=== param_word_fifo_flat ===
param_word_fifo_flat, wires at chosen ports, followed through buffers:
Bar = 50 um.
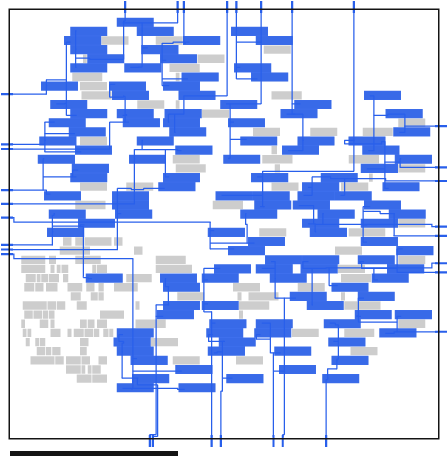

<file path="src/rtl/param_word_fifo_if.sv">
`default_nettype none
// ============================================================================
// Module   : param_word_fifo_if
// Purpose  : Valid/ready bundle for param_word_fifo. Carries the upstream
//            (in_*) and downstream (out_*) handshakes plus the full/empty
//            status flags.
// Modports : master - the side that supplies words and consumes the head
//            slave  - the FIFO itself
// Revision : 1.0 - initial release
// ============================================================================
interface param_word_fifo_if #(
  parameter int unsigned word_size = 32,
  parameter type         T         = logic [word_size-1:0]
);

  logic in_valid;
  logic in_ready;
  T     in_data;
  logic out_valid;
  logic out_ready;
  T     out_data;
  logic full;
  logic empty;

  modport master (
    output in_valid, in_data, out_ready,
    input  in_ready, out_valid, out_data, full, empty
  );

  modport slave (
    input  in_valid, in_data, out_ready,
    output in_ready, out_valid, out_data, full, empty
  );

endinterface
`default_nettype wire

</file>
<file path="src/rtl/param_word_fifo.sv">
`default_nettype none
// ============================================================================
// Module   : param_word_fifo
// Purpose  : Synchronous word FIFO feeding the parameterised memory write
//            port. Geometry follows the memory's dependent parameters:
//            depth = memory_size / word_size / 1024.
// Ports    : clk   - clock, rising edge
//            rst   - synchronous active-high reset
//            bus   - param_word_fifo_if.slave (in_valid/in_ready/in_data,
//                    out_valid/out_ready/out_data, full, empty)
//            count - occupancy 0..depth (only with PARAM_WORD_FIFO_COUNT_EN)
// Options  : `define PARAM_WORD_FIFO_COUNT_EN adds the count port and an
//            occupancy-range assertion.
// Revision : 1.0 - initial release
// ============================================================================
module param_word_fifo #(
  parameter int unsigned word_size   = 32,
  parameter int unsigned memory_size = word_size * 4096,
  parameter int unsigned depth       = memory_size / word_size / 1024,
  parameter type         T           = logic [word_size-1:0]
) (
  input  wire logic        clk,
  input  wire logic        rst,
  param_word_fifo_if.slave bus
`ifdef PARAM_WORD_FIFO_COUNT_EN
  ,
  output logic [$clog2(depth):0] count
`endif
);

  localparam int unsigned addr_w = $clog2(depth);

  localparam logic [addr_w:0] c_ptr_one  = (addr_w+1)'(1);
  localparam logic [addr_w:0] c_occ_last = (addr_w+1)'(depth - 1);

  // Elaboration-time geometry checks.
  if (word_size < 1) begin : g_chk_word_size
    $error("param_word_fifo: word_size must be at least 1");
  end
  if ($bits(T) != word_size) begin : g_chk_type
    $error("param_word_fifo: $bits(T) must equal word_size");
  end
  if ((depth < 2) || ((depth & (depth - 1)) != 0)) begin : g_chk_depth
    $error("param_word_fifo: depth must be a power of two, at least 2");
  end

  typedef enum logic [1:0] {
    S_EMPTY   = 2'd0,
    S_PARTIAL = 2'd1,
    S_FULL    = 2'd2
  } state_t;

  T                mem_q [depth];
  logic [addr_w:0] wp_q, wp_d;
  logic [addr_w:0] rp_q, rp_d;
  state_t          state_q, state_d;

  logic            full;
  logic            empty;
  logic            push;
  logic            pop;
  logic [addr_w:0] occ;

  // The extra pointer MSB separates "same slot, one lap apart" (full)
  // from "same slot, same lap" (empty).
  assign empty = (wp_q == rp_q);
  assign full  = (wp_q[addr_w-1:0] == rp_q[addr_w-1:0]) &&
                 (wp_q[addr_w] != rp_q[addr_w]);
  assign occ   = wp_q - rp_q;

  // Ready/valid depend on stored state only, never on the opposite
  // handshake input, so there is no combinational in->out path.
  assign bus.in_ready  = !full;
  assign bus.out_valid = !empty;
  assign bus.full      = full;
  assign bus.empty     = empty;
  assign bus.out_data  = mem_q[rp_q[addr_w-1:0]];

  assign push = bus.in_valid && !full;
  assign pop  = bus.out_ready && !empty;

  assign wp_d = push ? (wp_q + c_ptr_one) : wp_q;
  assign rp_d = pop  ? (rp_q + c_ptr_one) : rp_q;

  // Occupancy class; simultaneous push and pop keep the class unchanged.
  always_comb begin
    state_d = state_q;
    case (state_q)
      S_EMPTY: begin
        if (push && !pop) state_d = S_PARTIAL;
      end
      S_PARTIAL: begin
        if (push && !pop && (occ == c_occ_last)) state_d = S_FULL;
        else if (pop && !push && (occ == c_ptr_one)) state_d = S_EMPTY;
      end
      S_FULL: begin
        if (pop) state_d = S_PARTIAL;
      end
      default: state_d = S_EMPTY;
    endcase
  end

  always_ff @(posedge clk) begin
    if (rst) begin
      wp_q    <= '0;
      rp_q    <= '0;
      state_q <= S_EMPTY;
    end else begin
      wp_q    <= wp_d;
      rp_q    <= rp_d;
      state_q <= state_d;
    end
  end

  // Storage is deliberately not reset; a write in the reset cycle is dropped.
  always_ff @(posedge clk) begin
    if (push && !rst) begin
      mem_q[wp_q[addr_w-1:0]] <= bus.in_data;
    end
  end

  // The occupancy class must agree with the pointer-derived flags.
  a_state_flags: assert property (@(posedge clk) disable iff (rst)
    ((state_q == S_EMPTY) == empty) && ((state_q == S_FULL) == full));

`ifdef PARAM_WORD_FIFO_COUNT_EN
  assign count = occ;

  a_count_range: assert property (@(posedge clk) disable iff (rst)
    (32'(count) <= depth));
`endif

endmodule
`default_nettype wire

</file>
<file path="src/flat_wrapper.sv">
// flat-port wrapper written by rule: the top's interface ports become plain ports
module param_word_fifo_flat 
#(
  parameter int unsigned word_size   = 32,
  parameter int unsigned memory_size = word_size * 4096,
  parameter int unsigned depth       = memory_size / word_size / 1024,
  parameter type         T           = logic [word_size-1:0]
)
  (clk, rst, bus_in_valid, bus_in_data, bus_out_ready, bus_in_ready, bus_out_valid, bus_out_data, bus_full, bus_empty);
  param_word_fifo_if #(.word_size(word_size), .T(T)) bus_i ();
  input  wire logic clk;
  input  wire logic rst;
  input wire logic [$bits(bus_i.in_valid)-1:0] bus_in_valid;
  input wire logic [$bits(bus_i.in_data)-1:0] bus_in_data;
  input wire logic [$bits(bus_i.out_ready)-1:0] bus_out_ready;
  output wire logic [$bits(bus_i.in_ready)-1:0] bus_in_ready;
  output wire logic [$bits(bus_i.out_valid)-1:0] bus_out_valid;
  output wire logic [$bits(bus_i.out_data)-1:0] bus_out_data;
  output wire logic [$bits(bus_i.full)-1:0] bus_full;
  output wire logic [$bits(bus_i.empty)-1:0] bus_empty;
  assign bus_i.in_valid = bus_in_valid;
  assign bus_i.in_data = bus_in_data;
  assign bus_i.out_ready = bus_out_ready;
  assign bus_in_ready = bus_i.in_ready;
  assign bus_out_valid = bus_i.out_valid;
  assign bus_out_data = bus_i.out_data;
  assign bus_full = bus_i.full;
  assign bus_empty = bus_i.empty;
  param_word_fifo #(.word_size(word_size), .memory_size(memory_size), .depth(depth), .T(T)) u_core (.clk(clk), .rst(rst), .bus(bus_i));
endmodule
</file>
<file path="config.mk">
export PLATFORM = sky130hd
export DESIGN_NAME = param_word_fifo_flat
export DESIGN_NICKNAME = d
export VERILOG_FILES = /design/src/rtl/param_word_fifo_if.sv /design/src/rtl/param_word_fifo.sv /design/src/flat_wrapper.sv
export SDC_FILE = /design/constraint.sdc
export NUM_CORES = 1
export LEC_CHECK = 0
export ABC_CLOCK_PERIOD_IN_PS = 3350
export CORE_UTILIZATION = 33
export CTS_CLUSTER_DIAMETER = 120
export DETAILED_ROUTE_END_ITERATION = 10
export DONT_BUFFER_PORTS = 1
export HOLD_SLACK_MARGIN = 0.08
export PLACE_DENSITY_LB_ADDON = 0.25
export SYNTH_ARGS = -nofsm -noshare
export SYNTH_HDL_FRONTEND = slang
export SYNTH_SLANG_ARGS = --single-unit
</file>
<file path="constraint.sdc">
create_clock -name clk -period 3.35 [get_ports clk]
set_input_delay 0.8375 -clock clk [delete_from_list [all_inputs] [get_ports clk]]
set_output_delay 0.8375 -clock clk [all_outputs]
set_load 0.02 [all_outputs]
</file>
=== hh_neuron_scheduler_flat ===
[src/rtl/hh_neuron_scheduler_if.sv]
// Issue/result channel between the neuron scheduler and the shared HH update datapath.
// The master issues operands on dp_valid/dp_ready; the slave returns results on a res_valid strobe.
interface hh_neuron_scheduler_if #(
  parameter int W  = 16,
  parameter int IW = 2
);
  logic          dp_valid;
  logic          dp_ready;
  logic [IW-1:0] dp_idx;
  logic [W-1:0]  dp_V;
  logic [W-1:0]  dp_m;
  logic [W-1:0]  dp_h;
  logic [W-1:0]  dp_n;
  logic [W-1:0]  dp_I;
  logic [W-1:0]  dp_dt;
  logic          res_valid;
  logic [W-1:0]  res_V;
  logic [W-1:0]  res_m;
  logic [W-1:0]  res_h;
  logic [W-1:0]  res_n;

  modport master (
    output dp_valid, dp_idx, dp_V, dp_m, dp_h, dp_n, dp_I, dp_dt,
    input  dp_ready, res_valid, res_V, res_m, res_h, res_n
  );

  modport slave (
    input  dp_valid, dp_idx, dp_V, dp_m, dp_h, dp_n, dp_I, dp_dt,
    output dp_ready, res_valid, res_V, res_m, res_h, res_n
  );
endinterface

[src/rtl/hh_neuron_scheduler.sv]
// Shares one HH datapath across N_NEURONS contexts: per neuron ISSUE -> WAIT -> WB (3 cycles min),
// stalls in ISSUE while dp_ready is low and gives up after TIMEOUT cycles in WAIT.
module hh_neuron_scheduler #(
  parameter int N_NEURONS = 4,
  parameter int W         = 16,
  parameter int V_THRESH  = 30,
  parameter int TIMEOUT   = 63,
  localparam int IW       = $clog2(N_NEURONS)
) (
  input  logic          clock,
  input  logic          reset,
  input  logic          start,
  input  logic [W-1:0]  dt,
  input  logic          cur_we,
  input  logic [IW-1:0] cur_addr,
  input  logic [W-1:0]  current_in,
  input  logic [IW-1:0] rd_addr,
  output logic [W-1:0]  data_out,
  hh_neuron_scheduler_if.master dp,
  output logic          busy,
  output logic          step_done,
  output logic          spike_valid,
  output logic [IW-1:0] spike_idx,
  output logic          timeout_err
);

  localparam int CW = $clog2(TIMEOUT + 1);
  localparam logic [W-1:0]        V_RST = W'(-65);
  localparam logic [W-1:0]        H_RST = W'(1);
  localparam logic signed [W-1:0] VTH   = W'(V_THRESH);
  localparam logic [IW-1:0]       LAST  = IW'(N_NEURONS - 1);
  localparam logic [CW-1:0]       TLIM  = CW'(TIMEOUT - 1);

  typedef enum logic [1:0] {IDLE, ISSUE, WAIT, WB} state_t;

  state_t        state, state_nxt;
  logic [IW-1:0] idx;
  logic [IW-1:0] idx_nxt;
  logic [CW-1:0] tmo_cnt;
  logic          tmo_hit;
  logic          last;

  logic [W-1:0] ctx_v [N_NEURONS];
  logic [W-1:0] ctx_m [N_NEURONS];
  logic [W-1:0] ctx_h [N_NEURONS];
  logic [W-1:0] ctx_n [N_NEURONS];
  logic [W-1:0] ctx_i [N_NEURONS];

  logic [W-1:0] dt_q;
  logic [W-1:0] op_v, op_m, op_h, op_n, op_i, op_dt;
  logic [W-1:0] cap_v, cap_m, cap_h, cap_n;
  logic         cap_ok;

  assign last    = (idx == LAST);
  assign idx_nxt = idx + 1'b1;
  assign tmo_hit = (state == WAIT) && !dp.res_valid && (tmo_cnt == TLIM);

  always_ff @(posedge clock) begin
    if (reset) state <= IDLE;
    else       state <= state_nxt;
  end

  always_comb begin
    state_nxt = state;
    case (state)
      IDLE:    if (start) state_nxt = ISSUE;
      ISSUE:   if (dp.dp_ready) state_nxt = WAIT;
      WAIT:    if (dp.res_valid || tmo_hit) state_nxt = WB;
      WB:      state_nxt = last ? IDLE : ISSUE;
      default: state_nxt = IDLE;
    endcase
  end

  assign dp.dp_valid = (state == ISSUE);
  assign dp.dp_idx   = idx;
  assign dp.dp_V     = op_v;
  assign dp.dp_m     = op_m;
  assign dp.dp_h     = op_h;
  assign dp.dp_n     = op_n;
  assign dp.dp_I     = op_i;
  assign dp.dp_dt    = op_dt;

  assign busy        = (state != IDLE);
  assign step_done   = (state == WB) && last;
  assign spike_idx   = idx;
  // Old V is still in the context during WB; the new value sits in the capture register.
  assign spike_valid = (state == WB) && cap_ok &&
                       ($signed(ctx_v[idx]) < VTH) && ($signed(cap_v) >= VTH);

  always_ff @(posedge clock) begin
    if (reset) begin
      for (int i = 0; i < N_NEURONS; i++) begin
        ctx_v[i] <= V_RST;
        ctx_m[i] <= '0;
        ctx_h[i] <= H_RST;
        ctx_n[i] <= '0;
        ctx_i[i] <= '0;
      end
      idx         <= '0;
      tmo_cnt     <= '0;
      dt_q        <= '0;
      op_v        <= '0;
      op_m        <= '0;
      op_h        <= '0;
      op_n        <= '0;
      op_i        <= '0;
      op_dt       <= '0;
      cap_v       <= '0;
      cap_m       <= '0;
      cap_h       <= '0;
      cap_n       <= '0;
      cap_ok      <= 1'b0;
      timeout_err <= 1'b0;
      data_out    <= V_RST;
    end else begin
      if (cur_we) ctx_i[cur_addr] <= current_in;

      case (state)
        IDLE: begin
          if (start) begin
            dt_q        <= dt;
            idx         <= '0;
            timeout_err <= 1'b0;
            op_v        <= ctx_v[0];
            op_m        <= ctx_m[0];
            op_h        <= ctx_h[0];
            op_n        <= ctx_n[0];
            op_i        <= ctx_i[0];
            op_dt       <= dt;
          end
        end
        ISSUE: begin
          if (dp.dp_ready) tmo_cnt <= '0;
        end
        WAIT: begin
          if (dp.res_valid) begin
            cap_v  <= dp.res_V;
            cap_m  <= dp.res_m;
            cap_h  <= dp.res_h;
            cap_n  <= dp.res_n;
            cap_ok <= 1'b1;
          end else if (tmo_hit) begin
            cap_ok      <= 1'b0;
            timeout_err <= 1'b1;
          end else begin
            tmo_cnt <= tmo_cnt + 1'b1;
          end
        end
        WB: begin
          if (cap_ok) begin
            ctx_v[idx] <= cap_v;
            ctx_m[idx] <= cap_m;
            ctx_h[idx] <= cap_h;
            ctx_n[idx] <= cap_n;
          end
          // Operands for the next neuron are frozen here, on entry to ISSUE.
          if (!last) begin
            idx   <= idx_nxt;
            op_v  <= ctx_v[idx_nxt];
            op_m  <= ctx_m[idx_nxt];
            op_h  <= ctx_h[idx_nxt];
            op_n  <= ctx_n[idx_nxt];
            op_i  <= ctx_i[idx_nxt];
            op_dt <= dt_q;
          end
        end
        default: ;
      endcase

      if ((state == WB) && cap_ok && (rd_addr == idx)) data_out <= cap_v;
      else                                             data_out <= ctx_v[rd_addr];
    end
  end

endmodule

[src/flat_wrapper.sv]
// flat-port wrapper written by rule: the top's interface ports become plain ports
module hh_neuron_scheduler_flat 
#(
  parameter int N_NEURONS = 4,
  parameter int W         = 16,
  parameter int V_THRESH  = 30,
  parameter int TIMEOUT   = 63,
  localparam int IW       = $clog2(N_NEURONS)
)
  (clock, reset, start, dt, cur_we, cur_addr, current_in, rd_addr, data_out, busy, step_done, spike_valid, spike_idx, timeout_err, dp_dp_valid, dp_dp_idx, dp_dp_V, dp_dp_m, dp_dp_h, dp_dp_n, dp_dp_I, dp_dp_dt, dp_dp_ready, dp_res_valid, dp_res_V, dp_res_m, dp_res_h, dp_res_n);
  hh_neuron_scheduler_if #(.W(W), .IW(2)) dp_i ();
  input  logic clock;
  input  logic reset;
  input  logic start;
  input  logic [W-1:0] dt;
  input  logic cur_we;
  input  logic [IW-1:0] cur_addr;
  input  logic [W-1:0] current_in;
  input  logic [IW-1:0] rd_addr;
  output logic [W-1:0] data_out;
  output logic busy;
  output logic step_done;
  output logic spike_valid;
  output logic [IW-1:0] spike_idx;
  output logic timeout_err;
  output wire logic [$bits(dp_i.dp_valid)-1:0] dp_dp_valid;
  output wire logic [$bits(dp_i.dp_idx)-1:0] dp_dp_idx;
  output wire logic [$bits(dp_i.dp_V)-1:0] dp_dp_V;
  output wire logic [$bits(dp_i.dp_m)-1:0] dp_dp_m;
  output wire logic [$bits(dp_i.dp_h)-1:0] dp_dp_h;
  output wire logic [$bits(dp_i.dp_n)-1:0] dp_dp_n;
  output wire logic [$bits(dp_i.dp_I)-1:0] dp_dp_I;
  output wire logic [$bits(dp_i.dp_dt)-1:0] dp_dp_dt;
  input wire logic [$bits(dp_i.dp_ready)-1:0] dp_dp_ready;
  input wire logic [$bits(dp_i.res_valid)-1:0] dp_res_valid;
  input wire logic [$bits(dp_i.res_V)-1:0] dp_res_V;
  input wire logic [$bits(dp_i.res_m)-1:0] dp_res_m;
  input wire logic [$bits(dp_i.res_h)-1:0] dp_res_h;
  input wire logic [$bits(dp_i.res_n)-1:0] dp_res_n;
  assign dp_dp_valid = dp_i.dp_valid;
  assign dp_dp_idx = dp_i.dp_idx;
  assign dp_dp_V = dp_i.dp_V;
  assign dp_dp_m = dp_i.dp_m;
  assign dp_dp_h = dp_i.dp_h;
  assign dp_dp_n = dp_i.dp_n;
  assign dp_dp_I = dp_i.dp_I;
  assign dp_dp_dt = dp_i.dp_dt;
  assign dp_i.dp_ready = dp_dp_ready;
  assign dp_i.res_valid = dp_res_valid;
  assign dp_i.res_V = dp_res_V;
  assign dp_i.res_m = dp_res_m;
  assign dp_i.res_h = dp_res_h;
  assign dp_i.res_n = dp_res_n;
  hh_neuron_scheduler #(.N_NEURONS(N_NEURONS), .W(W), .V_THRESH(V_THRESH), .TIMEOUT(TIMEOUT)) u_core (.clock(clock), .reset(reset), .start(start), .dt(dt), .cur_we(cur_we), .cur_addr(cur_addr), .current_in(current_in), .rd_addr(rd_addr), .data_out(data_out), .dp(dp_i), .busy(busy), .step_done(step_done), .spike_valid(spike_valid), .spike_idx(spike_idx), .timeout_err(timeout_err));
endmodule
[config.mk]
export PLATFORM = sky130hd
export DESIGN_NAME = hh_neuron_scheduler_flat
export DESIGN_NICKNAME = d
export VERILOG_FILES = /design/src/rtl/hh_neuron_scheduler_if.sv /design/src/rtl/hh_neuron_scheduler.sv /design/src/flat_wrapper.sv
export SDC_FILE = /design/constraint.sdc
export NUM_CORES = 1
export LEC_CHECK = 0
export CORE_UTILIZATION = 57
export CTS_BUF_LIST = sky130_fd_sc_hd__clkbuf_4 sky130_fd_sc_hd__clkbuf_8 sky130_fd_sc_hd__clkbuf_16
export CTS_CLUSTER_DIAMETER = 80
export CTS_CLUSTER_SIZE = 25
export DETAILED_ROUTE_END_ITERATION = 6
export PLACE_DENSITY_LB_ADDON = 0.15
export SETUP_SLACK_MARGIN = 0.1
export SYNTH_ARGS = -nofsm -noshare
export SYNTH_HDL_FRONTEND = slang
export SYNTH_SLANG_ARGS = --single-unit
[constraint.sdc]
create_clock -name clock -period 8.6 [get_ports clock]
set_input_delay 1.29 -clock clock [delete_from_list [all_inputs] [get_ports clock]]
set_output_delay 1.29 -clock clock [all_outputs]
set_load 0.05 [all_outputs]
=== dmem_arbiter ===
===== config.mk =====
export PLATFORM = sky130hd
export DESIGN_NAME = dmem_arbiter
export DESIGN_NICKNAME = d
export VERILOG_FILES = /design/src/rtl/dmem_pkg.sv /design/src/rtl/dmem_grant.sv /design/src/rtl/dmem_arbiter.sv
export SDC_FILE = /design/constraint.sdc
export NUM_CORES = 1
export LEC_CHECK = 0
export ABC_AREA = 1
export CORE_AREA = 2 2 112 114
export DETAILED_ROUTE_END_ITERATION = 8
export DIE_AREA = 0 0 114 116
export PLACE_DENSITY = 0.77
export SETUP_SLACK_MARGIN = 0.3
export SLEW_MARGIN = 20
export SYNTH_ARGS = -nofsm -noshare
export SYNTH_HDL_FRONTEND = slang
export SYNTH_SLANG_ARGS = --single-unit

===== constraint.sdc =====
create_clock -name clk -period 1.3 [get_ports clk]
set_input_delay 0.13 -clock clk [delete_from_list [all_inputs] [get_ports clk]]
set_output_delay 0.13 -clock clk [all_outputs]
set_load 0.03 [all_outputs]

===== src/rtl/dmem_pkg.sv =====
// Shared types and constants for the data-memory arbiter slice.
package dmem_pkg;

  typedef enum logic {
    ST_INIT,
    ST_RUN
  } state_e;

  typedef enum logic [1:0] {
    OWN_NONE = 2'd0,
    OWN_P0   = 2'd1,
    OWN_P1   = 2'd2
  } owner_e;

  localparam logic [3:0] BE_ALL = 4'hF;

endpackage


===== src/rtl/dmem_grant.sv =====
// Combinational grant for the two SRAM requesters; grants are one-hot or zero.
module dmem_grant
  import dmem_pkg::*;
#(
  parameter int unsigned STARVE_MAX = 4,
  parameter int unsigned CNT_W      = 3
) (
  input  state_e           state_i,
  input  logic             p0_valid_i,
  input  logic             p1_valid_i,
  input  logic [CNT_W-1:0] starve_cnt_i,
  output logic             grant0_o,
  output logic             grant1_o
);

  always_comb begin
    grant0_o = 1'b0;
    grant1_o = 1'b0;
    if (state_i == ST_RUN) begin
      // p1 wins when p0 is idle or once p1 has been starved long enough
      grant1_o = p1_valid_i && (!p0_valid_i || (starve_cnt_i == CNT_W'(STARVE_MAX)));
      grant0_o = p0_valid_i && !grant1_o;
    end
  end

endmodule


===== src/rtl/dmem_arbiter.sv =====
// Data SRAM arbiter: post-reset zero-fill, then one CPU/debug access per cycle
// with a registered response owner routing the 1-cycle-latency read data.
module dmem_arbiter
  import dmem_pkg::*;
#(
  parameter int unsigned ADDR_W     = 10,
  parameter int unsigned STARVE_MAX = 4
) (
  input  logic              clk,
  input  logic              rst_n,
  input  logic              p0_req_valid,
  output logic              p0_req_ready,
  input  logic              p0_we,
  input  logic [3:0]        p0_be,
  input  logic [ADDR_W-1:0] p0_addr,
  input  logic [31:0]       p0_wdata,
  output logic              p0_rsp_valid,
  output logic [31:0]       p0_rdata,
  input  logic              p1_req_valid,
  output logic              p1_req_ready,
  input  logic              p1_we,
  input  logic [3:0]        p1_be,
  input  logic [ADDR_W-1:0] p1_addr,
  input  logic [31:0]       p1_wdata,
  output logic              p1_rsp_valid,
  output logic [31:0]       p1_rdata,
  output logic              mem_en,
  output logic              mem_we,
  output logic [3:0]        mem_be,
  output logic [ADDR_W-3:0] mem_addr,
  output logic [31:0]       mem_wdata,
  input  logic [31:0]       mem_rdata,
  output logic              init_done
);

  localparam int unsigned WA_W  = ADDR_W - 2;
  localparam int unsigned CNT_W = $clog2(STARVE_MAX + 1);

  state_e           state_q;
  logic [WA_W-1:0]  init_cnt_q;
  logic             init_done_q;
  logic [CNT_W-1:0] starve_q, starve_d;
  owner_e           own_q, own_d;
  logic             rd_q, rd_d;
  logic [31:0]      rdata0_q, rdata1_q;
  logic             grant0, grant1;
  logic             unused_addr_lsbs;

  assign unused_addr_lsbs = ^{p0_addr[1:0], p1_addr[1:0]};

  dmem_grant #(
    .STARVE_MAX (STARVE_MAX),
    .CNT_W      (CNT_W)
  ) u_grant (
    .state_i      (state_q),
    .p0_valid_i   (p0_req_valid),
    .p1_valid_i   (p1_req_valid),
    .starve_cnt_i (starve_q),
    .grant0_o     (grant0),
    .grant1_o     (grant1)
  );

  assign p0_req_ready = grant0;
  assign p1_req_ready = grant1;
  assign init_done    = init_done_q;

  always_comb begin
    mem_en    = 1'b0;
    mem_we    = 1'b0;
    mem_be    = '0;
    mem_addr  = '0;
    mem_wdata = '0;
    if (state_q == ST_INIT) begin
      mem_en   = 1'b1;
      mem_we   = 1'b1;
      mem_be   = BE_ALL;
      mem_addr = init_cnt_q;
    end else if (grant0) begin
      mem_en    = 1'b1;
      mem_we    = p0_we;
      mem_be    = p0_be;
      mem_addr  = p0_addr[ADDR_W-1:2];
      mem_wdata = p0_wdata;
    end else if (grant1) begin
      mem_en    = 1'b1;
      mem_we    = p1_we;
      mem_be    = p1_be;
      mem_addr  = p1_addr[ADDR_W-1:2];
      mem_wdata = p1_wdata;
    end
  end

  always_comb begin
    starve_d = '0;
    if (state_q == ST_RUN && p1_req_valid && !grant1)
      starve_d = (starve_q == CNT_W'(STARVE_MAX)) ? starve_q : starve_q + 1'b1;
    own_d = grant0 ? OWN_P0 : (grant1 ? OWN_P1 : OWN_NONE);
    rd_d  = (grant0 && !p0_we) || (grant1 && !p1_we);
  end

  always_ff @(posedge clk or negedge rst_n) begin
    if (!rst_n) begin
      state_q     <= ST_INIT;
      init_cnt_q  <= '0;
      init_done_q <= 1'b0;
      starve_q    <= '0;
      own_q       <= OWN_NONE;
      rd_q        <= 1'b0;
      rdata0_q    <= '0;
      rdata1_q    <= '0;
    end else begin
      case (state_q)
        ST_INIT: begin
          init_cnt_q <= init_cnt_q + 1'b1;
          if (init_cnt_q == '1) begin
            state_q     <= ST_RUN;
            init_done_q <= 1'b1;
          end
        end
        default: state_q <= ST_RUN;
      endcase
      starve_q <= starve_d;
      own_q    <= own_d;
      rd_q     <= rd_d;
      if (own_q == OWN_P0 && rd_q) rdata0_q <= mem_rdata;
      if (own_q == OWN_P1 && rd_q) rdata1_q <= mem_rdata;
    end
  end

  // Read data is live from the SRAM in the response cycle, then held.
  assign p0_rsp_valid = (own_q == OWN_P0);
  assign p1_rsp_valid = (own_q == OWN_P1);
  assign p0_rdata     = (own_q == OWN_P0 && rd_q) ? mem_rdata : rdata0_q;
  assign p1_rdata     = (own_q == OWN_P1 && rd_q) ? mem_rdata : rdata1_q;

endmodule


=== alu_result_serializer ===
[src/rtl/alu_result_serializer_pkg.sv]
// alu_result_serializer_pkg: shared FSM state encoding and header constant
// for the ALU result serializer. Optional macro: ALU_TX_HEADER_EN.
package alu_result_serializer_pkg;

   typedef enum logic [1:0] {
      ST_IDLE = 2'd0,
`ifdef ALU_TX_HEADER_EN
      ST_HDR  = 2'd1,
`endif
      ST_LO   = 2'd2,
      ST_HI   = 2'd3
   } state_e;

   localparam logic [7:0] HDR_BYTE = 8'hA5;

endpackage

[src/rtl/alu_result_serializer_fifo.sv]
// result_fifo: power-of-two circular buffer holding pending ALU results.
// Ports: clk, rst (sync, active-high), push_i/din_i, pop_i/dout_o (head,
// show-ahead), full_o, empty_o. Push when full and pop when empty are ignored.
module result_fifo
   import alu_result_serializer_pkg::*;
#(
   parameter int WIDTH = 16,
   parameter int DEPTH = 4
) (
   input  logic             clk,
   input  logic             rst,
   input  logic             push_i,
   input  logic [WIDTH-1:0] din_i,
   input  logic             pop_i,
   output logic [WIDTH-1:0] dout_o,
   output logic             full_o,
   output logic             empty_o
);

   localparam int AW = $clog2(DEPTH);

   logic [WIDTH-1:0] mem_q [DEPTH];
   logic [AW-1:0]    wr_q;
   logic [AW-1:0]    rd_q;
   logic [AW:0]      cnt_q;
   logic [AW:0]      cnt_d;
   logic             do_push;
   logic             do_pop;

   assign full_o  = (cnt_q == (AW+1)'(DEPTH));
   assign empty_o = (cnt_q == '0);
   assign dout_o  = mem_q[rd_q];

   assign do_push = push_i & ~full_o;
   assign do_pop  = pop_i & ~empty_o;

   always_comb begin
      cnt_d = cnt_q;
      unique case ({do_push, do_pop})
         2'b10:   cnt_d = cnt_q + (AW+1)'(1);
         2'b01:   cnt_d = cnt_q - (AW+1)'(1);
         default: cnt_d = cnt_q;
      endcase
   end

   // Pointers wrap naturally because DEPTH is a power of two.
   always_ff @(posedge clk) begin
      if (rst) begin
         wr_q  <= '0;
         rd_q  <= '0;
         cnt_q <= '0;
      end else begin
         if (do_push) begin
            mem_q[wr_q] <= din_i;
            wr_q        <= wr_q + AW'(1);
         end
         if (do_pop) begin
            rd_q <= rd_q + AW'(1);
         end
         cnt_q <= cnt_d;
      end
   end

endmodule

[src/rtl/alu_result_serializer.sv]
// alu_result_serializer: buffers ALU results and sends each as bytes, low
// byte then high byte, over a valid/ready byte link. With ALU_TX_HEADER_EN
// defined, each result is preceded by header byte 8'hA5.
// Ports: clk, rst (sync, active-high), alu_out/alu_valid (result in),
// tx_data/tx_valid/tx_ready (byte out), busy, overflow (sticky drop flag).
module alu_result_serializer
   import alu_result_serializer_pkg::*;
#(
   parameter int OUT_WIDTH  = 16,
   parameter int BYTE_WIDTH = 8,
   parameter int FIFO_DEPTH = 4
) (
   input  logic                  clk,
   input  logic                  rst,
   input  logic [OUT_WIDTH-1:0]  alu_out,
   input  logic                  alu_valid,
   input  logic                  tx_ready,
   output logic [BYTE_WIDTH-1:0] tx_data,
   output logic                  tx_valid,
   output logic                  busy,
   output logic                  overflow
);

   state_e                  state_q;
   logic [OUT_WIDTH-1:0]    hold_q;
   logic [BYTE_WIDTH-1:0]   tx_data_q;
   logic                    tx_valid_q;
   logic                    overflow_q;

   logic                    fifo_push;
   logic                    fifo_pop;
   logic                    fifo_full;
   logic                    fifo_empty;
   logic [OUT_WIDTH-1:0]    fifo_dout;

   state_e                  first_state;
   logic [BYTE_WIDTH-1:0]   first_data;

   assign fifo_push = alu_valid & ~fifo_full;

   // Pop when idle, or when the last byte of the current result is taken.
   assign fifo_pop = ~fifo_empty &
                     ((state_q == ST_IDLE) |
                      ((state_q == ST_HI) & tx_ready));

   // State and byte presented right after a result is loaded into hold.
`ifdef ALU_TX_HEADER_EN
   assign first_state = ST_HDR;
   assign first_data  = BYTE_WIDTH'(HDR_BYTE);
`else
   assign first_state = ST_LO;
   assign first_data  = fifo_dout[BYTE_WIDTH-1:0];
`endif

   result_fifo #(
      .WIDTH (OUT_WIDTH),
      .DEPTH (FIFO_DEPTH)
   ) u_fifo (
      .clk     (clk),
      .rst     (rst),
      .push_i  (fifo_push),
      .din_i   (alu_out),
      .pop_i   (fifo_pop),
      .dout_o  (fifo_dout),
      .full_o  (fifo_full),
      .empty_o (fifo_empty)
   );

   always_ff @(posedge clk) begin
      if (rst) begin
         state_q    <= ST_IDLE;
         hold_q     <= '0;
         tx_data_q  <= '0;
         tx_valid_q <= 1'b0;
         overflow_q <= 1'b0;
      end else begin
         // Fullness is judged before this edge's pop.
         if (alu_valid && fifo_full) begin
            overflow_q <= 1'b1;
         end
         case (state_q)
            ST_IDLE: begin
               if (!fifo_empty) begin
                  hold_q     <= fifo_dout;
                  state_q    <= first_state;
                  tx_data_q  <= first_data;
                  tx_valid_q <= 1'b1;
               end
            end
`ifdef ALU_TX_HEADER_EN
            ST_HDR: begin
               if (tx_ready) begin
                  state_q   <= ST_LO;
                  tx_data_q <= hold_q[BYTE_WIDTH-1:0];
               end
            end
`endif
            ST_LO: begin
               if (tx_ready) begin
                  state_q   <= ST_HI;
                  tx_data_q <= hold_q[OUT_WIDTH-1:BYTE_WIDTH];
               end
            end
            ST_HI: begin
               if (tx_ready) begin
                  if (!fifo_empty) begin
                     hold_q    <= fifo_dout;
                     state_q   <= first_state;
                     tx_data_q <= first_data;
                  end else begin
                     state_q    <= ST_IDLE;
                     tx_data_q  <= '0;
                     tx_valid_q <= 1'b0;
                  end
               end
            end
            default: begin
               state_q    <= ST_IDLE;
               tx_data_q  <= '0;
               tx_valid_q <= 1'b0;
            end
         endcase
      end
   end

   assign tx_data  = tx_data_q;
   assign tx_valid = tx_valid_q;
   assign overflow = overflow_q;
   assign busy     = (state_q != ST_IDLE) | ~fifo_empty;

endmodule

[config.mk]
export PLATFORM = sky130hd
export DESIGN_NAME = alu_result_serializer
export DESIGN_NICKNAME = d
export VERILOG_FILES = /design/src/rtl/alu_result_serializer_pkg.sv /design/src/rtl/alu_result_serializer_fifo.sv /design/src/rtl/alu_result_serializer.sv
export SDC_FILE = /design/constraint.sdc
export NUM_CORES = 1
export LEC_CHECK = 0
export ABC_AREA = 1
export CORE_MARGIN = 2
export CORE_UTILIZATION = 57
export CTS_CLUSTER_DIAMETER = 50
export DETAILED_ROUTE_END_ITERATION = 10
export GPL_TIMING_DRIVEN = 1
export PLACE_DENSITY = 0.78
export SYNTH_ARGS = -nofsm -noshare
export SYNTH_HDL_FRONTEND = slang
export SYNTH_SLANG_ARGS = --single-unit
[constraint.sdc]
create_clock -name clk -period 2.7 [get_ports clk]
set_input_delay 0.27 -clock clk [delete_from_list [all_inputs] [get_ports clk]]
set_output_delay 0.27 -clock clk [all_outputs]
set_load 0.02 [all_outputs]
dmem_arbiter, wiring by layer:
Only two layers are drawn.
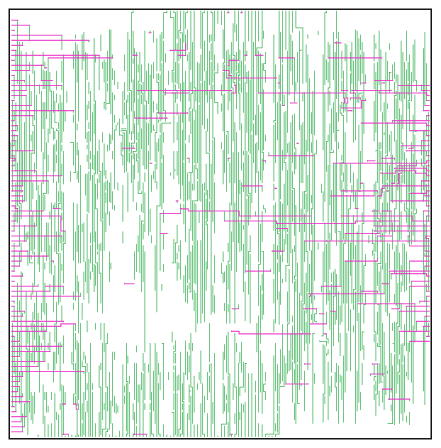
green -> metal 2  # wire length 12,300 um
magenta -> metal 3  # wire length 1,310 um

==> qor.csv, dmem_arbiter <==
stage,metric,value,unit
outcome,status,"complete, but fails checks",
outcome,failing checks,negative setup slack,
global_routing,GRT met1 Usage,28.57,%
pwr,sequential cell power,2.49,mW
cells_and_area,Fill cells,510,
critical_path,Arrival @ worst endpoint,1.83,ns
final_timing,final worst setup slack,-0.6586,ns
yosys,aoi share,8.792,%
final_timing,Final setup viols,176,
critical_path,flop-to-flop setup slack,-0.33,ns
final_timing,Slew Limit Fails,0,
yosys,Synth area leader,dfrtp_1,
placed_design,dpl cells,917,
floorplan,die height,116,um
cells_and_area,clk_buf instances,10,
final_timing,Worst-Margin Slew,0.3921,ns
route,met3 wire length,1311,um
yosys,"mux frac, synth",0,%
pwr,switching pwr,1.456,mW
final_timing,Final Cycle Share,150.7,%
==> dmem_arbiter: worst max-delay path, cell delays in order, from the launching register on <==
cell	delay, ns
dfrtp_1	0.40
buf_6	0.13
nor2_4	0.17
nand2_8	0.11
buf_12	0.18
clkbuf_16	0.18
o21ai_4	0.17
buf_6	0.15
==> dmem_arbiter: cell usage in the layout (no fill, tap or decap), types with 2 or more instances in the layout <==
cell	n
buf_6	152
clkdlybuf4s50_1	124
nand2_4	88
nand2_1	81
dfrtp_1	78
o21ai_4	64
buf_4	64
inv_1	47
buf_12	22
nand2_2	21
nand3_4	19
nand3_2	17
buf_16	13
nand3_1	10
clkbuf_16	10
nor2_4	5
nand2_8	5
inv_6	4
inv_2	3
nor2_1	3
xor2_1	2
xnor2_1	2
inv_8	2
dfrtp_2	2
buf_8	2
==> dmem_arbiter: timing repair <==
action / in CTS / in global routing
hold endpoints to repair: 23 / 0
setup endpoints to repair: 194 / 193
hold buffers: 1 / 0
setup buffers: 23 / 32
gates cloned: 13 / 1
gates resized: 264 / 77
pin swaps: 11 / 28
alu_result_serializer, wires at chosen ports, followed through buffers:
Bar = 20 um.
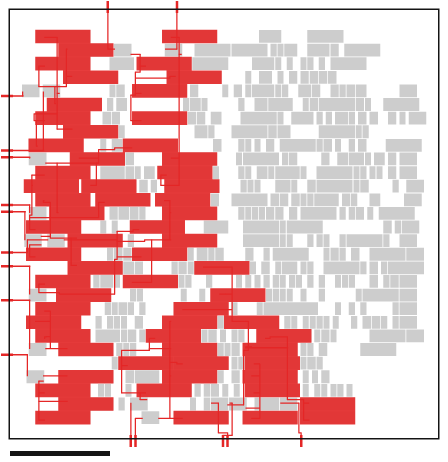
red -> alu_out  # direction input, edge 9 left, 5 bottom, 2 top, end cells 64, buffers 16, wire 660 um
I/O Buffers: 30
I/O pins: 31

==> qor.csv, alu_result_serializer <==
stage,metric,value,unit
pwr,PD cells,920.0,nW/um^2
cells_and_area,nets,446,
yosys,cells in synth_stat.txt,383,
route,met2 WL,3264,um
yosys,synth top area cells,"edfxtp_1 (51%), dfxtp_1 (15%), nand2_1 (9.1%)",
clock_tree,"CTS clk-pin slew, worst paths",0.09,ns
clock_tree,Post-CTS Resized,0,
route,DR top layer,met4,
critical_path,"Critical Path, Cell by Cell",nor2_2 -> inv_2 -> o21ai_2 -> nand2_2 -> inv_2 -> ha_1 -> inv_1 -> fa_1 -> a21oi_1 -> o21ai_0 -> o21ai_0 -> a21oi_1,
cells_and_area,Area growth syn-to-layout,15.46,%
global_routing,met2 usage,32.39,%
floorplan,core area,6386,sq um
global_routing,initial antenna violation count,0,
yosys,"FFs w/ async S/R, synth",0,%
critical_path,crit-path max cell delay,0.37,ns
yosys,"FA/HA/MAJ Cells, Area Fraction",2.180,%
critical_path,R2R Path Start,state_q[0],
placed_design,dpl cells,486,
yosys,post-synthesis cell count,383,
route,Pre-Repair DR Iteration Count,4,
critical_path,critical path's slowest cell,fa_1,
outcome,status,finished clean,
-- alu_result_serializer: through the flow --
step	cell area [sq um]	setup slack [ns]	power (mW)
floorplan	3789	0.7769	2.762
global placement	4187	0.3152	3.114
detailed placement	4187	0.2640	3.154
CTS	4374	0.5623	4.046
global route	4374	0.3041	4.288
finish	4374	0.5574	4.024
-- alu_result_serializer: report_power, final --
part | switching [mW] | internal (mW) | total [mW]
Combinational | 0.862 | 0.450 | 1.31
Sequential | 0.103 | 1.71 | 1.82
Clock | 0.475 | 0.422 | 0.897
Total | 1.44 | 2.58 | 4.02
-- alu_result_serializer: cell type report --
class,count,area share [%]
clock buffers,9,2.832
clock inverters,6,1.459
inverters,56,4.805
multi-input cells,223,23.43
flip-flops and latches,93,57.21
well taps,77,2.203
repair buffers,37,8.066
-- alu_result_serializer: state kept, by name (all words and copies together) (netlist names), named ones only --
| signal | flops |
|---|---|
| state_q | 2 |
| u_fifo.rd_q | 2 |
| overflow | 1 |
| u_fifo.wr_q | 2 |
| u_fifo.mem_q | 64 |
| tx_valid | 1 |
| tx_data | 8 |
| u_fifo.cnt_q | 3 |
| hold_q | 8 |
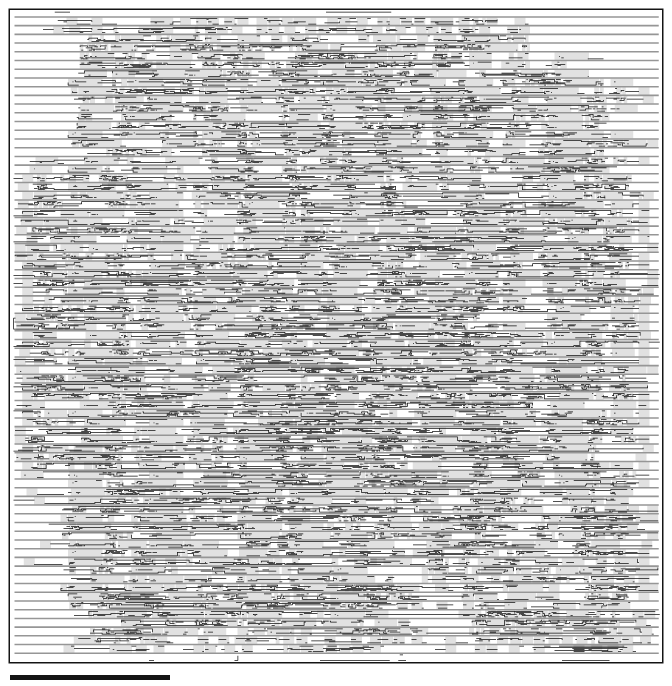
hh_neuron_scheduler_flat: M1 wires
Bar = 50 um. Supply wires on this layer in gray. Cells faint in the background.
longest straight run = 98.4 um
share of all routed wire = 42%
nets with wire on the layer = 2,268

==> qor.csv, hh_neuron_scheduler_flat <==
stage,metric,value,unit
cells_and_area,Non-Clock Buffer Count,241,
hold_path,Worst Hold Launch,u_core.dp.dp_m[8],
hold_path,WHS Endpoint,u_core.dp.dp_m[8],
yosys,Synth area leader,edfxtp_1,
cells_and_area,clk_buf instances,38,
global_routing,number of global-route vias before repair,15903,
yosys,Dominant Register Cell,edfxtp_1,
pwr,PD cells,255.1,nW/um^2
critical_path,Reg2Reg Depth,6,
yosys,Syn Area/Cell,10.52,sq um
critical_path,WP data required,7.31,ns
yosys,Post-synth EDFFs,320,
final_timing,Final Skew,0.02744,ns
outcome,status,finished clean,
floorplan,core area,39910,sq um
route,met3 wire length,3030,um
flow_run,Max-cap violations,0,
critical_path,critical path peak fanout,57,
yosys,"FFs w/ async S/R, synth",0,%
route,M1 WL,23090,um
clock_tree,Insertion Delay late pin,0.58,ns
yosys,Synth Seq Share,59.37,%
cells_and_area,ANT cells,1,
floorplan,Tap Cells,525,
cells_and_area,share of cells above drive strength 1,5.415,%
cells_and_area,flop count,526,
clock_tree,CTS sink count,526,
clock_tree,CTS Buf Count,27,
cells_and_area,Seq area share,51.89,%
-- hh_neuron_scheduler_flat: power breakdown --
part	switching (mW)	internal [mW]	total [mW]
logic	1.46	0.658	2.12
registers	0.192	2.95	3.14
clock network	0.804	0.690	1.49
-- hh_neuron_scheduler_flat: critical path: stages (launching register included) --
cell	delay [ns]
dfxtp_1	0.44
ha_4	0.71
nand2_1	0.44
a2111o_1	0.44
a31oi_1	0.35
clkdlybuf4s50_1	0.89
-- hh_neuron_scheduler_flat: per-stage QoR --
| step | utilization (%) | total power, mW | worst slack (ns) | hold WS [ns] | area (sq um) |
|---|---|---|---|---|---|
| floorplan | - | 4.598 | 2.044 | 0.4360 | 23130 |
| global placement | 64.06 | 5.276 | 4.110 | 0.4420 | 25570 |
| detailed placement | 64.06 | 5.330 | 4.090 | 0.4461 | 25570 |
| CTS | 66.32 | 6.785 | 3.449 | 0.4591 | 26470 |
| global route | 66.32 | 7.041 | 3.340 | 0.4766 | 26470 |
| finish | 66.32 | 6.753 | 3.451 | 0.4564 | 26470 |
param_word_fifo_flat, wiring by layer:
Only two layers are drawn.
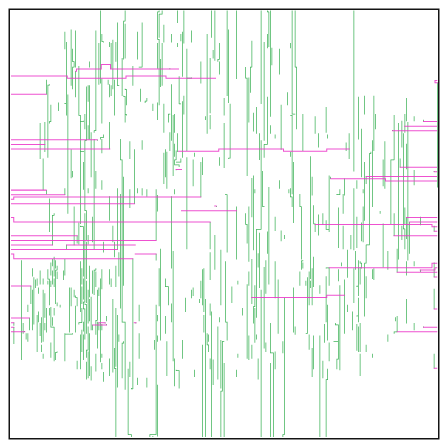
magenta -> metal 3  # wire length 873 um
green -> metal 2  # wire length 4,780 um
vias: 2,257
drt wl/cell: 20.70 um
Post-Route WL: 9790 um

About 'wires at chosen ports, followed through buffers' of param_word_fifo_flat:
blue -> bus_in_data  # direction input, edge 9 left, 8 right, 8 top, 7 bottom, end cells 128, buffers 0, wire 1,790 um

==> qor.csv, param_word_fifo_flat <==
stage,metric,value,unit
route,Final ANT Viol Nets,0,
clock_tree,CTS sink count,136,
final_timing,Final Hold Fails,0,
cells_and_area,dominant logic cell type in the layout,edfxtp_1,
pwr,Gate power share,22.1,%
cells_and_area,Gate Area,1111,sq um
hold_path,WHS Endpoint,u_core.wp_q[1],
clock_tree,Max H-tree Level,4,
critical_path,Worst setup SP type,flop,
route,DRC viols,0,
critical_path,Reg2Reg Depth,3,
critical_path,crit path kind,reg2out,
final_timing,Final Skew,0.005207,ns
yosys,Synth flops,136,
floorplan,core area,15260,sq um
pwr,Flop pwr share,42.3,%
final_timing,post-layout min period,2.740,ns
clock_tree,Max clock buf depth,2,
hold_path,Worst Hold Launch,rst,
clock_tree,Insertion Delay late pin,0.41,ns
floorplan,fp_density,34.01,%
floorplan,die height,127.4,um
global_routing,initial antenna violation count,0,
cells_and_area,clk_buf instances,21,
cells_and_area,Final Instance Area,5982,sq um
clock_tree,CTS Hold Bufs,0,
outcome,status,finished clean,
floorplan,I/O pins,72,
route,M1 WL,4037,um
pwr,switching pwr,1.475,mW
placed_design,I/O Buffers,0,
## param_word_fifo_flat: sequential cells by signal (all words and copies together), names as in the netlist, named ones only
name,flops
u_core.mem_q,128
u_core.rp_q,3
u_core.wp_q,3
## param_word_fifo_flat: worst max-delay path, cell delays in order (launching register included)
cell and delay [ns]:
dfxtp_1 0.37, xnor2_1 0.50, nand2_1 0.24, nor2_1 0.38
## param_word_fifo_flat: through the flow
stage	power (mW)	hold slack [ns]	setup WS, ns	instances
after global routing	5.292	0.4725	0.4011	473
final	5.069	0.4905	0.6099	473
after global placement	3.328	0.5232	0.9814	441
after CTS	5.153	0.4694	0.5532	473
after detailed placement	3.334	0.5190	0.9633	441
after floorplan	3.098	0.4934	0.9164	238
## param_word_fifo_flat: metal layers
layer  up-vias  GRT usage (%)
li1       1019              -
met1      1169          15.25
met2        60          20.51
met3         9          7.119
met4         0          6.513
met5         -              0
## param_word_fifo_flat: power groups by stage
stage	clock, mW	combinational (mW)	sequential (mW)
after global placement	0	1.15	2.18
final	1.81	1.12	2.14
after global routing	1.91	1.21	2.17
after floorplan	0	0.984	2.11
after detailed placement	0	1.15	2.18
after CTS	1.85	1.16	2.15


==> screenshots <==
M1 wires.
picture 1
Bar = 20 um. Supply wires on this layer in gray. Cells faint in the background.
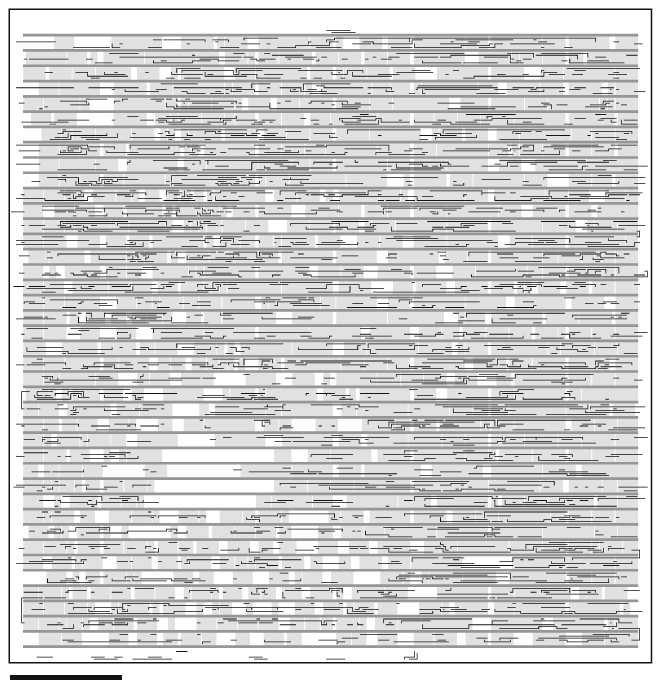
picture 2
Bar = 50 um. Supply wires on this layer in gray. Cells faint in the background.
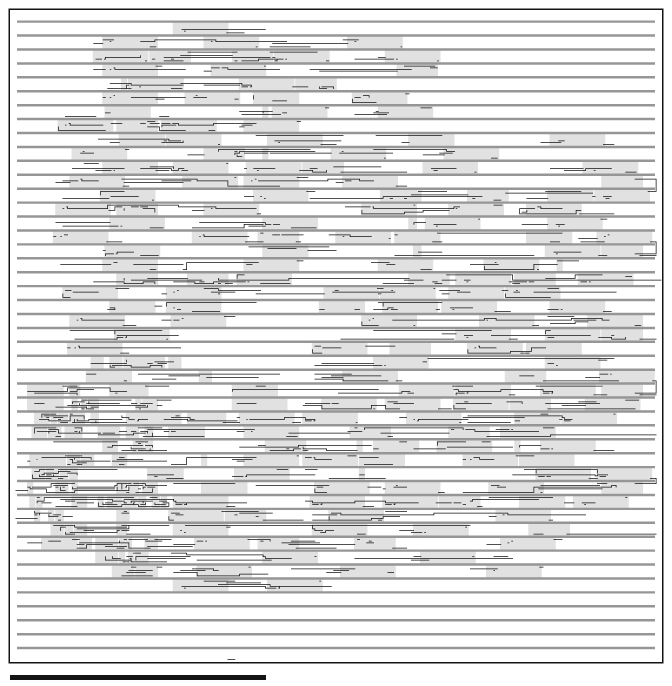
picture 3
Bar = 20 um. Supply wires on this layer in gray. Cells faint in the background.
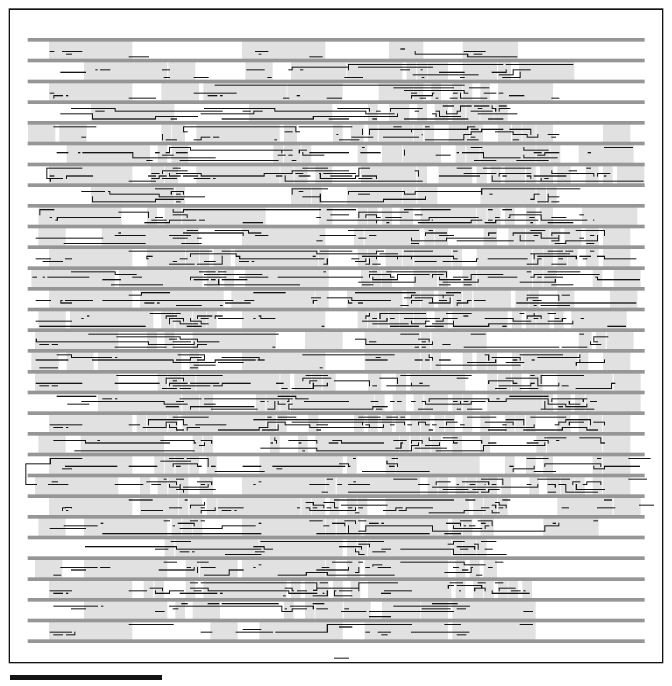
The one with the largest die is picture 2.
The one with the smallest die is picture 3.
| picture | from |
|---|---|
| picture 2 | param_word_fifo_flat |
| picture 1 | dmem_arbiter |
| picture 3 | alu_result_serializer |


==> layout pictures side by side <==
Sequential cells grouped by signal name.
(a)
Bar = 50 um. Other sequential cells in the stronger gray, the rest of the logic in the fainter gray.
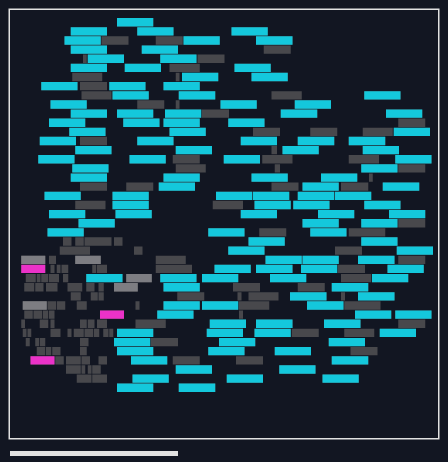
(b)
Bar = 20 um. Other sequential cells in the stronger gray, the rest of the logic in the fainter gray.
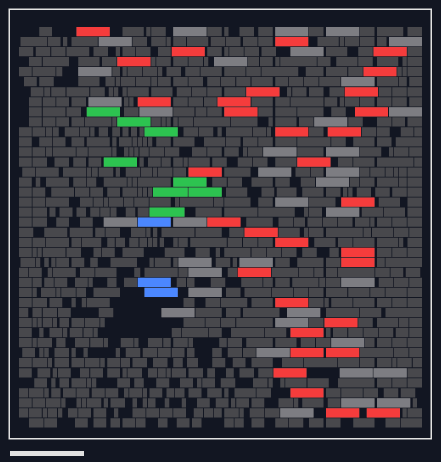
(c)
Bar = 20 um. Other sequential cells in the stronger gray, the rest of the logic in the fainter gray.
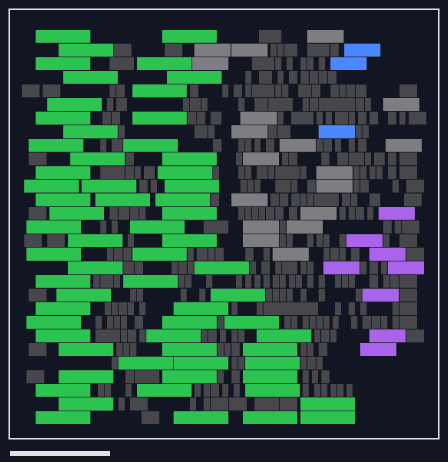
(c) comes from alu_result_serializer.
(b) comes from dmem_arbiter.
(a) comes from param_word_fifo_flat.
- largest die: (a)
- most cells: (b)

Key to (a):
magenta -> u_core.wp_q  # flops 3
cyan -> u_core.mem_q  # flops 128, where widely spread

Power is estimated from default activity; no workload was simulated.
